=== block 1 ===
### src/rtl/alu_sequencer.sv
// alu_sequencer: multi-cycle control FSM for the 16-bit ALU datapath.
// Latches one instruction, decodes it, and walks the datapath through
// read / execute / write-back using Moore-style strobes.
//
// Handshake: the sequencer is idle and ready exactly when w=1 (state WAIT).
// A start is accepted on any rising edge where w=1 and s=1. The instruction
// register loads `in` on an edge where w=1 and load=1. `load` is ignored
// while busy. When s and load are both high in WAIT, the instruction
// loaded on that edge is the one executed.
module alu_sequencer (
  input  logic        clk,
  input  logic        reset,
  input  logic        s,
  input  logic        load,
  input  logic [15:0] in,
  output logic        w,
  output logic        illegal,
  output logic [2:0]  readnum,
  output logic [2:0]  writenum,
  output logic        write,
  output logic        loada,
  output logic        loadb,
  output logic        loadc,
  output logic        loads,
  output logic        asel,
  output logic        vsel,
  output logic [1:0]  shift,
  output logic [1:0]  ALUop,
  output logic [15:0] sximm8
);

  typedef enum logic [2:0] {
    S_WAIT      = 3'd0,
    S_DECODE    = 3'd1,
    S_WRITE_IMM = 3'd2,
    S_GET_A     = 3'd3,
    S_GET_B     = 3'd4,
    S_EXEC      = 3'd5,
    S_WRITE_C   = 3'd6
  } state_t;

  state_t      state_q, state_d;
  logic [15:0] ir_q, ir_d;

  // IR field views
  logic [2:0] opcode, rn, rd, rm;
  logic [1:0] op, sh;
  logic       is_mov_imm, is_mov_sh, is_alu, is_cmp;

  assign opcode = ir_q[15:13];
  assign op     = ir_q[12:11];
  assign rn     = ir_q[10:8];
  assign rd     = ir_q[7:5];
  assign sh     = ir_q[4:3];
  assign rm     = ir_q[2:0];

  assign is_mov_imm = (opcode == 3'b110) && (op == 2'b10);
  assign is_mov_sh  = (opcode == 3'b110) && (op == 2'b00);
  assign is_alu     = (opcode == 3'b101);
  assign is_cmp     = is_alu && (op == 2'b01);

  // Immediate is a plain function of IR, always visible to the datapath.
  assign sximm8 = {{8{ir_q[7]}}, ir_q[7:0]};

  // State and instruction register; reset abandons any in-flight instruction.
  always_ff @(posedge clk or posedge reset) begin
    if (reset) begin
      state_q <= S_WAIT;
      ir_q    <= '0;
    end else begin
      state_q <= state_d;
      ir_q    <= ir_d;
    end
  end

  // IR only accepts a new word while idle.
  always_comb begin
    ir_d = ir_q;
    if (state_q == S_WAIT && load) ir_d = in;
  end

  // Next-state and Moore outputs from state register and IR.
  always_comb begin
    state_d  = state_q;
    w        = 1'b0;
    illegal  = 1'b0;
    readnum  = 3'd0;
    writenum = 3'd0;
    write    = 1'b0;
    loada    = 1'b0;
    loadb    = 1'b0;
    loadc    = 1'b0;
    loads    = 1'b0;
    asel     = 1'b0;
    vsel     = 1'b0;
    shift    = 2'b00;
    ALUop    = 2'b00;
    case (state_q)
      S_WAIT: begin
        w = 1'b1;
        if (s) state_d = S_DECODE;
      end
      S_DECODE: begin
        if (is_mov_imm)                            state_d = S_WRITE_IMM;
        else if (is_mov_sh || (is_alu && op == 2'b11)) state_d = S_GET_B;
        else if (is_alu)                           state_d = S_GET_A;
        else begin
          illegal = 1'b1;
          state_d = S_WAIT;
        end
      end
      S_WRITE_IMM: begin
        write    = 1'b1;
        writenum = rn;
        vsel     = 1'b1;
        state_d  = S_WAIT;
      end
      S_GET_A: begin
        readnum = rn;
        loada   = 1'b1;
        state_d = S_GET_B;
      end
      S_GET_B: begin
        readnum = rm;
        loadb   = 1'b1;
        state_d = S_EXEC;
      end
      S_EXEC: begin
        shift = sh;
        if (is_mov_sh) begin
          asel  = 1'b1;
          ALUop = 2'b00;
        end else begin
          ALUop = op;
        end
        if (is_cmp) begin
          loads   = 1'b1;
          state_d = S_WAIT;
        end else begin
          loadc   = 1'b1;
          state_d = S_WRITE_C;
        end
      end
      S_WRITE_C: begin
        write    = 1'b1;
        writenum = rd;
        state_d  = S_WAIT;
      end
      default: state_d = S_WAIT;
    endcase
  end

endmodule

### config.mk
export PLATFORM = sky130hd
export DESIGN_NAME = alu_sequencer
export DESIGN_NICKNAME = d
export VERILOG_FILES = /design/src/rtl/alu_sequencer.sv
export SDC_FILE = /design/constraint.sdc
export NUM_CORES = 1
export LEC_CHECK = 0
export CORE_MARGIN = 8
export CORE_UTILIZATION = 44
export DETAILED_ROUTE_END_ITERATION = 7
export GPL_ROUTABILITY_DRIVEN = 0
export PLACE_DENSITY_LB_ADDON = 0.1
export SYNTH_ARGS = -nofsm -noshare
export SYNTH_HDL_FRONTEND = slang
export SYNTH_SLANG_ARGS = --single-unit
export TNS_END_PERCENT = 50
### constraint.sdc
create_clock -name clk -period 2.59 [get_ports clk]
set_input_delay 0.3885 -clock clk [delete_from_list [all_inputs] [get_ports clk]]
set_output_delay 0.3885 -clock clk [all_outputs]
set_load 0.02 [all_outputs]
Fig. 1: block 1, close-up of the layout
Bar = 5 um. Window x 24 to 44, y 38 to 58 um. Cells in gray, sequential cells in the stronger gray; small squares are vias.
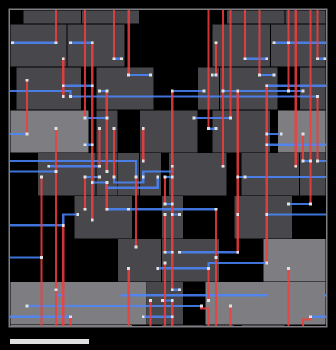
met2 -> red
met1 -> blue
cells with their middle in the window = 26
netlist names of flops here include = state_q (2), ir_q (1)
most frequent = clkdlybuf4s50_1 (11), nor2_1 (4)
sequential cells in the window = 3

==> Changelog: implementation <==
### Changed

* Status: completed
* Reg2reg path depth at 3
* Starting DRC count in detailed routing at 31
* Final WS setup at between 150 and 200 ps
* Leakage power total at about 0.7 nW
* Worst Path Max Fanout at 13
* Reg2reg setup slack at around 1000 ps
* Reg-to-Reg Start: state_q[2]
* Width of the die at roughly 68 um
* Yosys chip area at 0.00119 mm^2
* Syn nets at between 100 and 150
* Post-CTS Resized at 1
* M1 WL at 1130 um
* Die Ht at a little under 70 um
* Die area at 0.00461 mm^2
* Clock Pin Slew Worst Setup and Hold Paths at approximately 100 ps
* Highest routed metal layer: met4
* Drt pass-1 iters at 4
* WL final at 2760 um
* RSZ-0062 raised after global routing: no
* Latency at later pin at ~280 ps
* Met1 Usage GRT at 0.147
* Post-CTS Setup Repair Bufs at 0
* Initial antenna violation count at 0
* Sequential cell area at about 480 um^2
* Largest net degree at the start of global routing at 20
* Synth Cell Area at ~0.0012 mm^2
* Crit. End Element: output port
* Antenna diodes at 0
* Minimum clock period at 2430 ps
* # setup viols final at 0
* Fillers at about 250
* Clock skew at about 3.3 ps
* Hold_buf cts at 0
Fig. 2: block 1, signal metal coverage by tile
14 x 14 tiles, from white (low) to dark blue (high), scaled to the fullest tile. Values are wire area over tile area, all layers added.
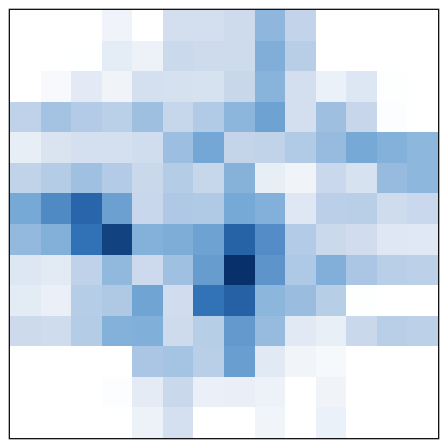
tiles over half the peak = 11%
emptiest ninth of the die = south-east
fullest tile = 0.42
total number of vias: 887
drt wl/cell: 15.8 um

worst max path at each step:
stage                     depth (start not counted)  slack, ps         end
after CTS                                         4         40  readnum[0]
after detailed placement                          4        240  readnum[0]
after global routing                              4         30     illegal
after floorplan                                   4        690  readnum[0]
after global placement                            4        380  readnum[2]
final                                             4        160  readnum[0]
layout make-up:
cell class	instances	share of cell area
clock buffer	4	0.0160
inverter	3	0.00688
multi-input combinational	63	0.328
sequential	19	0.291
tap	31	0.0237
timing repair buffer	55	0.335
sequential cells by signal, summed over array words and instances, names as in the netlist:
register and flops:
ir_q 16, state_q 3
worst max-delay path, delay by kind of cell, from the launching register on:
| kind | cells | cell delay (ps) |
|---|---|---|
| compound gates | 1 | 210 |
| simple gates | 1 | 340 |
| flops | 1 | 480 |
| buf+inv | 2 | 710 |
stage by stage:
stage          hold slack (ps)  area, um^2  total power [mW]  cells
2_1_floorplan              340        1190              1.62    105
4_1_cts                    515        1630              2.09    175
6_report                   501        1640              2.06    175
5_1_grt                    563        1640              2.21    175
3_5_place_dp               524        1600              1.93    171
3_3_place_gp               520        1600              1.91    171
where the power goes:
group          switching, mW  internal [mW]
clock network         0.0822         0.0597
registers              0.192          0.448
logic                  0.577          0.704
total                  0.851           1.21

=== block 2 ===
Fig. 3: block 2, signal metal coverage by tile
13 x 13 tiles, from white (low) to dark blue (high), scaled to the fullest tile. Values are wire area over tile area, all layers added.
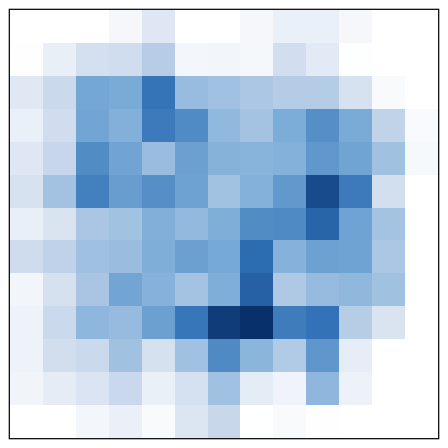
Fig. 4: block 2, clock wiring as the flow saved it
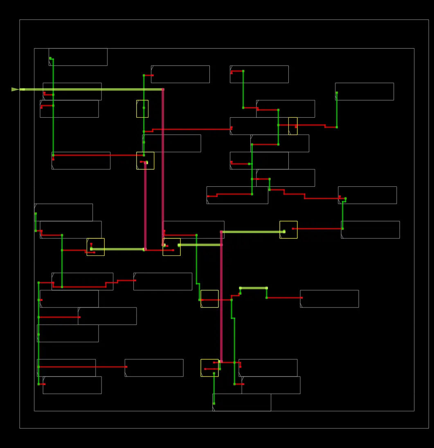
Fig. 5: block 2, close-up of the layout
Bar = 5 um. Window x 22 to 42, y 35 to 55 um. Cells in gray, sequential cells in the stronger gray; small squares are vias.
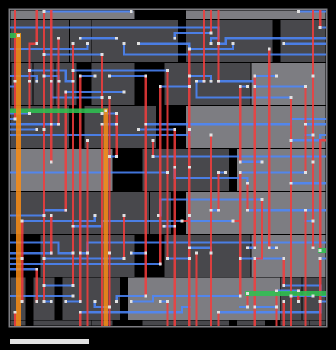
--- src/rtl/clk_div_pkg.sv ---
// Shared types and constants for the programmable clock-divider controller.
package clk_div_pkg;

    typedef enum logic [1:0] {
        OFF  = 2'd0,
        RUN  = 2'd1,
        PEND = 2'd2
    } state_t;

    // Smallest ratio that still yields a real high and low phase.
    localparam int DIV_MIN = 2;

endpackage

--- src/rtl/clk_div_cnt.sv ---
// Period counter for the divider: counts 0..ratio-1 while running, flags the
// last cycle of the period and produces the registered divided clock and the
// period-start tick. Outputs are computed from the next count so they line up
// with the count they describe.
module clk_div_cnt #(
    parameter int DIV_W = 8
) (
    input  logic             clk,
    input  logic             rst,
    input  logic             run,
    input  logic [DIV_W-1:0] ratio,
    output logic             boundary,
    output logic             clk_div,
    output logic             tick
);

    localparam logic [DIV_W-1:0] ONE = DIV_W'(1);

    logic [DIV_W-1:0] cnt;
    logic [DIV_W-1:0] cnt_nxt;
    logic [DIV_W-1:0] high_len;
    logic             run_q;

    // Last cycle of the period; never asserted while stopped.
    assign boundary = run_q && (cnt == (ratio - ONE));

    // ceil(ratio/2) written without ratio+1 so the largest ratio cannot wrap.
    assign high_len = (ratio >> 1) + {{(DIV_W-1){1'b0}}, ratio[0]};

    // A period restarts at 0 when leaving OFF, after the boundary, or when stopped.
    assign cnt_nxt = (!run || !run_q || boundary) ? '0 : (cnt + ONE);

    // Count register plus registered duty compare and tick.
    always_ff @(posedge clk or posedge rst) begin
        if (rst) begin
            cnt     <= '0;
            run_q   <= 1'b0;
            clk_div <= 1'b0;
            tick    <= 1'b0;
        end else begin
            cnt     <= cnt_nxt;
            run_q   <= run;
            clk_div <= run && (cnt_nxt < high_len);
            tick    <= run && (cnt_nxt == '0);
        end
    end

endmodule

--- src/rtl/clk_div_ctrl.sv ---
// Run-time programmable integer clock divider. Ratio updates arrive over a
// valid/ready handshake and only take effect at a period boundary, so the
// divided clock never glitches. enable starts and stops the divider cleanly.
module clk_div_ctrl
    import clk_div_pkg::*;
#(
    parameter int DIV_W     = 8,
    parameter int DIV_RESET = 3
) (
    input  logic             clk,
    input  logic             rst,
    input  logic             enable,
    input  logic             cfg_valid,
    input  logic [DIV_W-1:0] cfg_div,
    output logic             cfg_ready,
    output logic             cfg_err,
    output logic             clk_div,
    output logic             tick,
    output logic             running,
    output logic [DIV_W-1:0] cur_div
);

    localparam logic [DIV_W-1:0] MIN_DIV   = DIV_W'(DIV_MIN);
    localparam logic [DIV_W-1:0] RESET_DIV = DIV_W'(DIV_RESET);

    state_t           state;
    state_t           state_nxt;
    logic [DIV_W-1:0] pend_div;
    logic [DIV_W-1:0] cur_nxt;
    logic [DIV_W-1:0] pend_nxt;
    logic             boundary;
    logic             accept;
    logic             cfg_ok;
    logic             run;

    assign accept = cfg_valid && cfg_ready;
    assign cfg_ok = (cfg_div >= MIN_DIV);
    assign run    = (state_nxt != OFF);

    // FSM state register.
    always_ff @(posedge clk or posedge rst) begin
        if (rst) begin
            state <= OFF;
        end else begin
            state <= state_nxt;
        end
    end

    // Next state and ratio bookkeeping; boundary actions take precedence.
    always_comb begin
        state_nxt = state;
        cur_nxt   = cur_div;
        pend_nxt  = pend_div;
        case (state)
            OFF: begin
                if (accept && cfg_ok) cur_nxt = cfg_div;
                if (enable) state_nxt = RUN;
            end
            RUN: begin
                if (boundary) begin
                    if (accept && cfg_ok) cur_nxt = cfg_div;
                    if (!enable) state_nxt = OFF;
                end else if (accept && cfg_ok) begin
                    pend_nxt  = cfg_div;
                    state_nxt = PEND;
                end
            end
            PEND: begin
                if (boundary) begin
                    cur_nxt   = pend_div;
                    state_nxt = enable ? RUN : OFF;
                end
            end
            default: state_nxt = OFF;
        endcase
    end

    // Registered ratios and status outputs.
    always_ff @(posedge clk or posedge rst) begin
        if (rst) begin
            cur_div   <= RESET_DIV;
            pend_div  <= RESET_DIV;
            cfg_ready <= 1'b1;
            cfg_err   <= 1'b0;
            running   <= 1'b0;
        end else begin
            cur_div   <= cur_nxt;
            pend_div  <= pend_nxt;
            cfg_ready <= (state_nxt != PEND);
            cfg_err   <= accept && !cfg_ok;
            running   <= run;
        end
    end

    clk_div_cnt #(
        .DIV_W(DIV_W)
    ) u_cnt (
        .clk      (clk),
        .rst      (rst),
        .run      (run),
        .ratio    (cur_div),
        .boundary (boundary),
        .clk_div  (clk_div),
        .tick     (tick)
    );

endmodule

--- config.mk ---
export PLATFORM = sky130hd
export DESIGN_NAME = clk_div_ctrl
export DESIGN_NICKNAME = d
export VERILOG_FILES = /design/src/rtl/clk_div_pkg.sv /design/src/rtl/clk_div_cnt.sv /design/src/rtl/clk_div_ctrl.sv
export SDC_FILE = /design/constraint.sdc
export NUM_CORES = 1
export LEC_CHECK = 0
export CORE_MARGIN = 2
export CORE_UTILIZATION = 55
export DETAILED_ROUTE_END_ITERATION = 6
export GPL_ROUTABILITY_DRIVEN = 0
export PLACE_DENSITY = 0.76
export SLEW_MARGIN = 20
export SYNTH_ARGS = -nofsm -noshare
export SYNTH_HDL_FRONTEND = slang
export SYNTH_SLANG_ARGS = --single-unit
--- constraint.sdc ---
create_clock -name clk -period 7 [get_ports clk]
set_clock_uncertainty 0.2 [all_clocks]
set_input_delay 2.1 -clock clk [delete_from_list [all_inputs] [get_ports clk]]
set_output_delay 2.1 -clock clk [all_outputs]
set_load 0.02 [all_outputs]
==> Changelog: implementation <==
### Changed

* Type of the most critical hold path: reg -> reg
* MI comb cells at 157
* Gr ovfl total at 0
* Plain + repair buffers at 24
* Port Buffers at 24
* Crit path from: enable
* H-tree depth at 2
* FMAX at 218 MHz
* Max_cap viols at 0
* Clock Pin Slew Worst Setup and Hold Paths at 100 ps
* Post-synth seq share at 0.390
* Area after DPL at 0.00226 mm^2
* Synth top cells by count: dfrtp_1 (26), nand2_1 (26), nor2_1 (17)
* Most crowded layer after global routing: met2
* Final Hold Viols at 0
* Pre-placement core utilization at 0.587
* Syn nets at 225
* Async set-reset flop share out of synthesis at 1.00
* Vias in the first global route at roughly 1700
* WL met3 at roughly 200 um
* GR met3 Demand/Resource at 0.0458
* Status: completed
* Sw frac at 0.442
* Design Area, Final at roughly 0.0023 mm^2
* Finished Core Util at 0.678
* CP required at between 7000 and 8000 ps
* Final WS setup at 2420 ps
* Routed Antenna Nets at 0
* Drt pass-1 iters at 4
* Met2 wire len at 2280 um
* Reg2reg setup slack at 3060 ps
* Total power at about 990 uW
Notes on Fig. 3 above:
fullest tile = 0.57
tiles over half the peak = 22%
mean over tiles = 0.17
nearly empty tiles = 17%
densest ninth of the die = center
total number of vias: 1615
gr usage total: 0.252
WL final: 4480 um

Notes on Fig. 4 above:
Clock net power: 103 uW
CTS Buf Count: 5
# clock sinks: 31
clk_buf instances: 6
Latency at later pin: 340 ps

Notes on Fig. 5 above:
met1 -> blue
met4 -> orange
met3 -> green
met2 -> red
cells with their middle in the window = 28
netlist names of flops here include = cur_div (6), pend_div (1)
sequential cells in the window = 7
most frequent = nand2_1 (6), dfrtp_1 (6), mux2_4 (5)

[layout by cell type, fill, tap and decap left out, types with 5 or more instances in the layout]
cell type	n
a21oi_1	7
inv_1	7
clkdlybuf4s50_1	24
dfrtp_1	26
nor2_1	17
nand2_1	26
xnor2_1	12
ha_1	11
dfstp_2	5
nand3_1	13
xor2_1	9
clkbuf_4	5
nor3_1	5
mux2_4	6
mux2_1	8
[power by group through the flow]
stage / combinational, mW / sequential [mW] / clock (mW)
6_report: 0.522 / 0.368 / 0.103
5_1_grt: 0.580 / 0.381 / 0.115
4_1_cts: 0.524 / 0.365 / 0.106
3_5_place_dp: 0.520 / 0.368 / 0
3_3_place_gp: 0.498 / 0.363 / 0
2_1_floorplan: 0.374 / 0.358 / 0
[cell families (layout without fill, tap and decap cells)]
group / Yosys count / in the layout / share of synthesized area
and+or+nand+nor: 79 / 79 / 0.195
DFF: 31 / 31 / 0.390
AOI/OAI and AO/OA: 27 / 27 / 0.104
xor gates and xnor gates: 21 / 21 / 0.0918
muxes: 18 / 18 / 0.110
buffers and inverters: 14 / 40 / 0.0350
adders and majority gates: 12 / 12 / 0.0743


==> gallery <==
Pin map.
Bar = 20 um. Pins as bars across the die edge, other pins in gray.
panel A
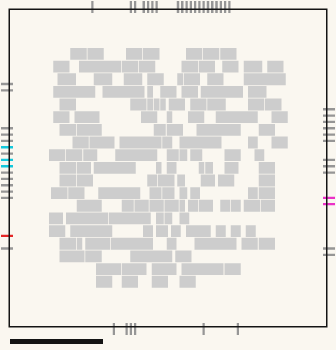
panel B
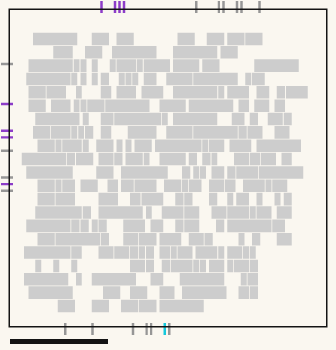
The one with the most pins is panel A.
panel A: block 1
panel B: block 2

Key to panel A:
reset -> red  # pins 1, direction input, edge west
readnum -> cyan  # pins 3, direction output, edge west
ALUop -> magenta  # pins 2, direction output, edge east

No activity file was given, so power comes from the tool's default toggle rates.
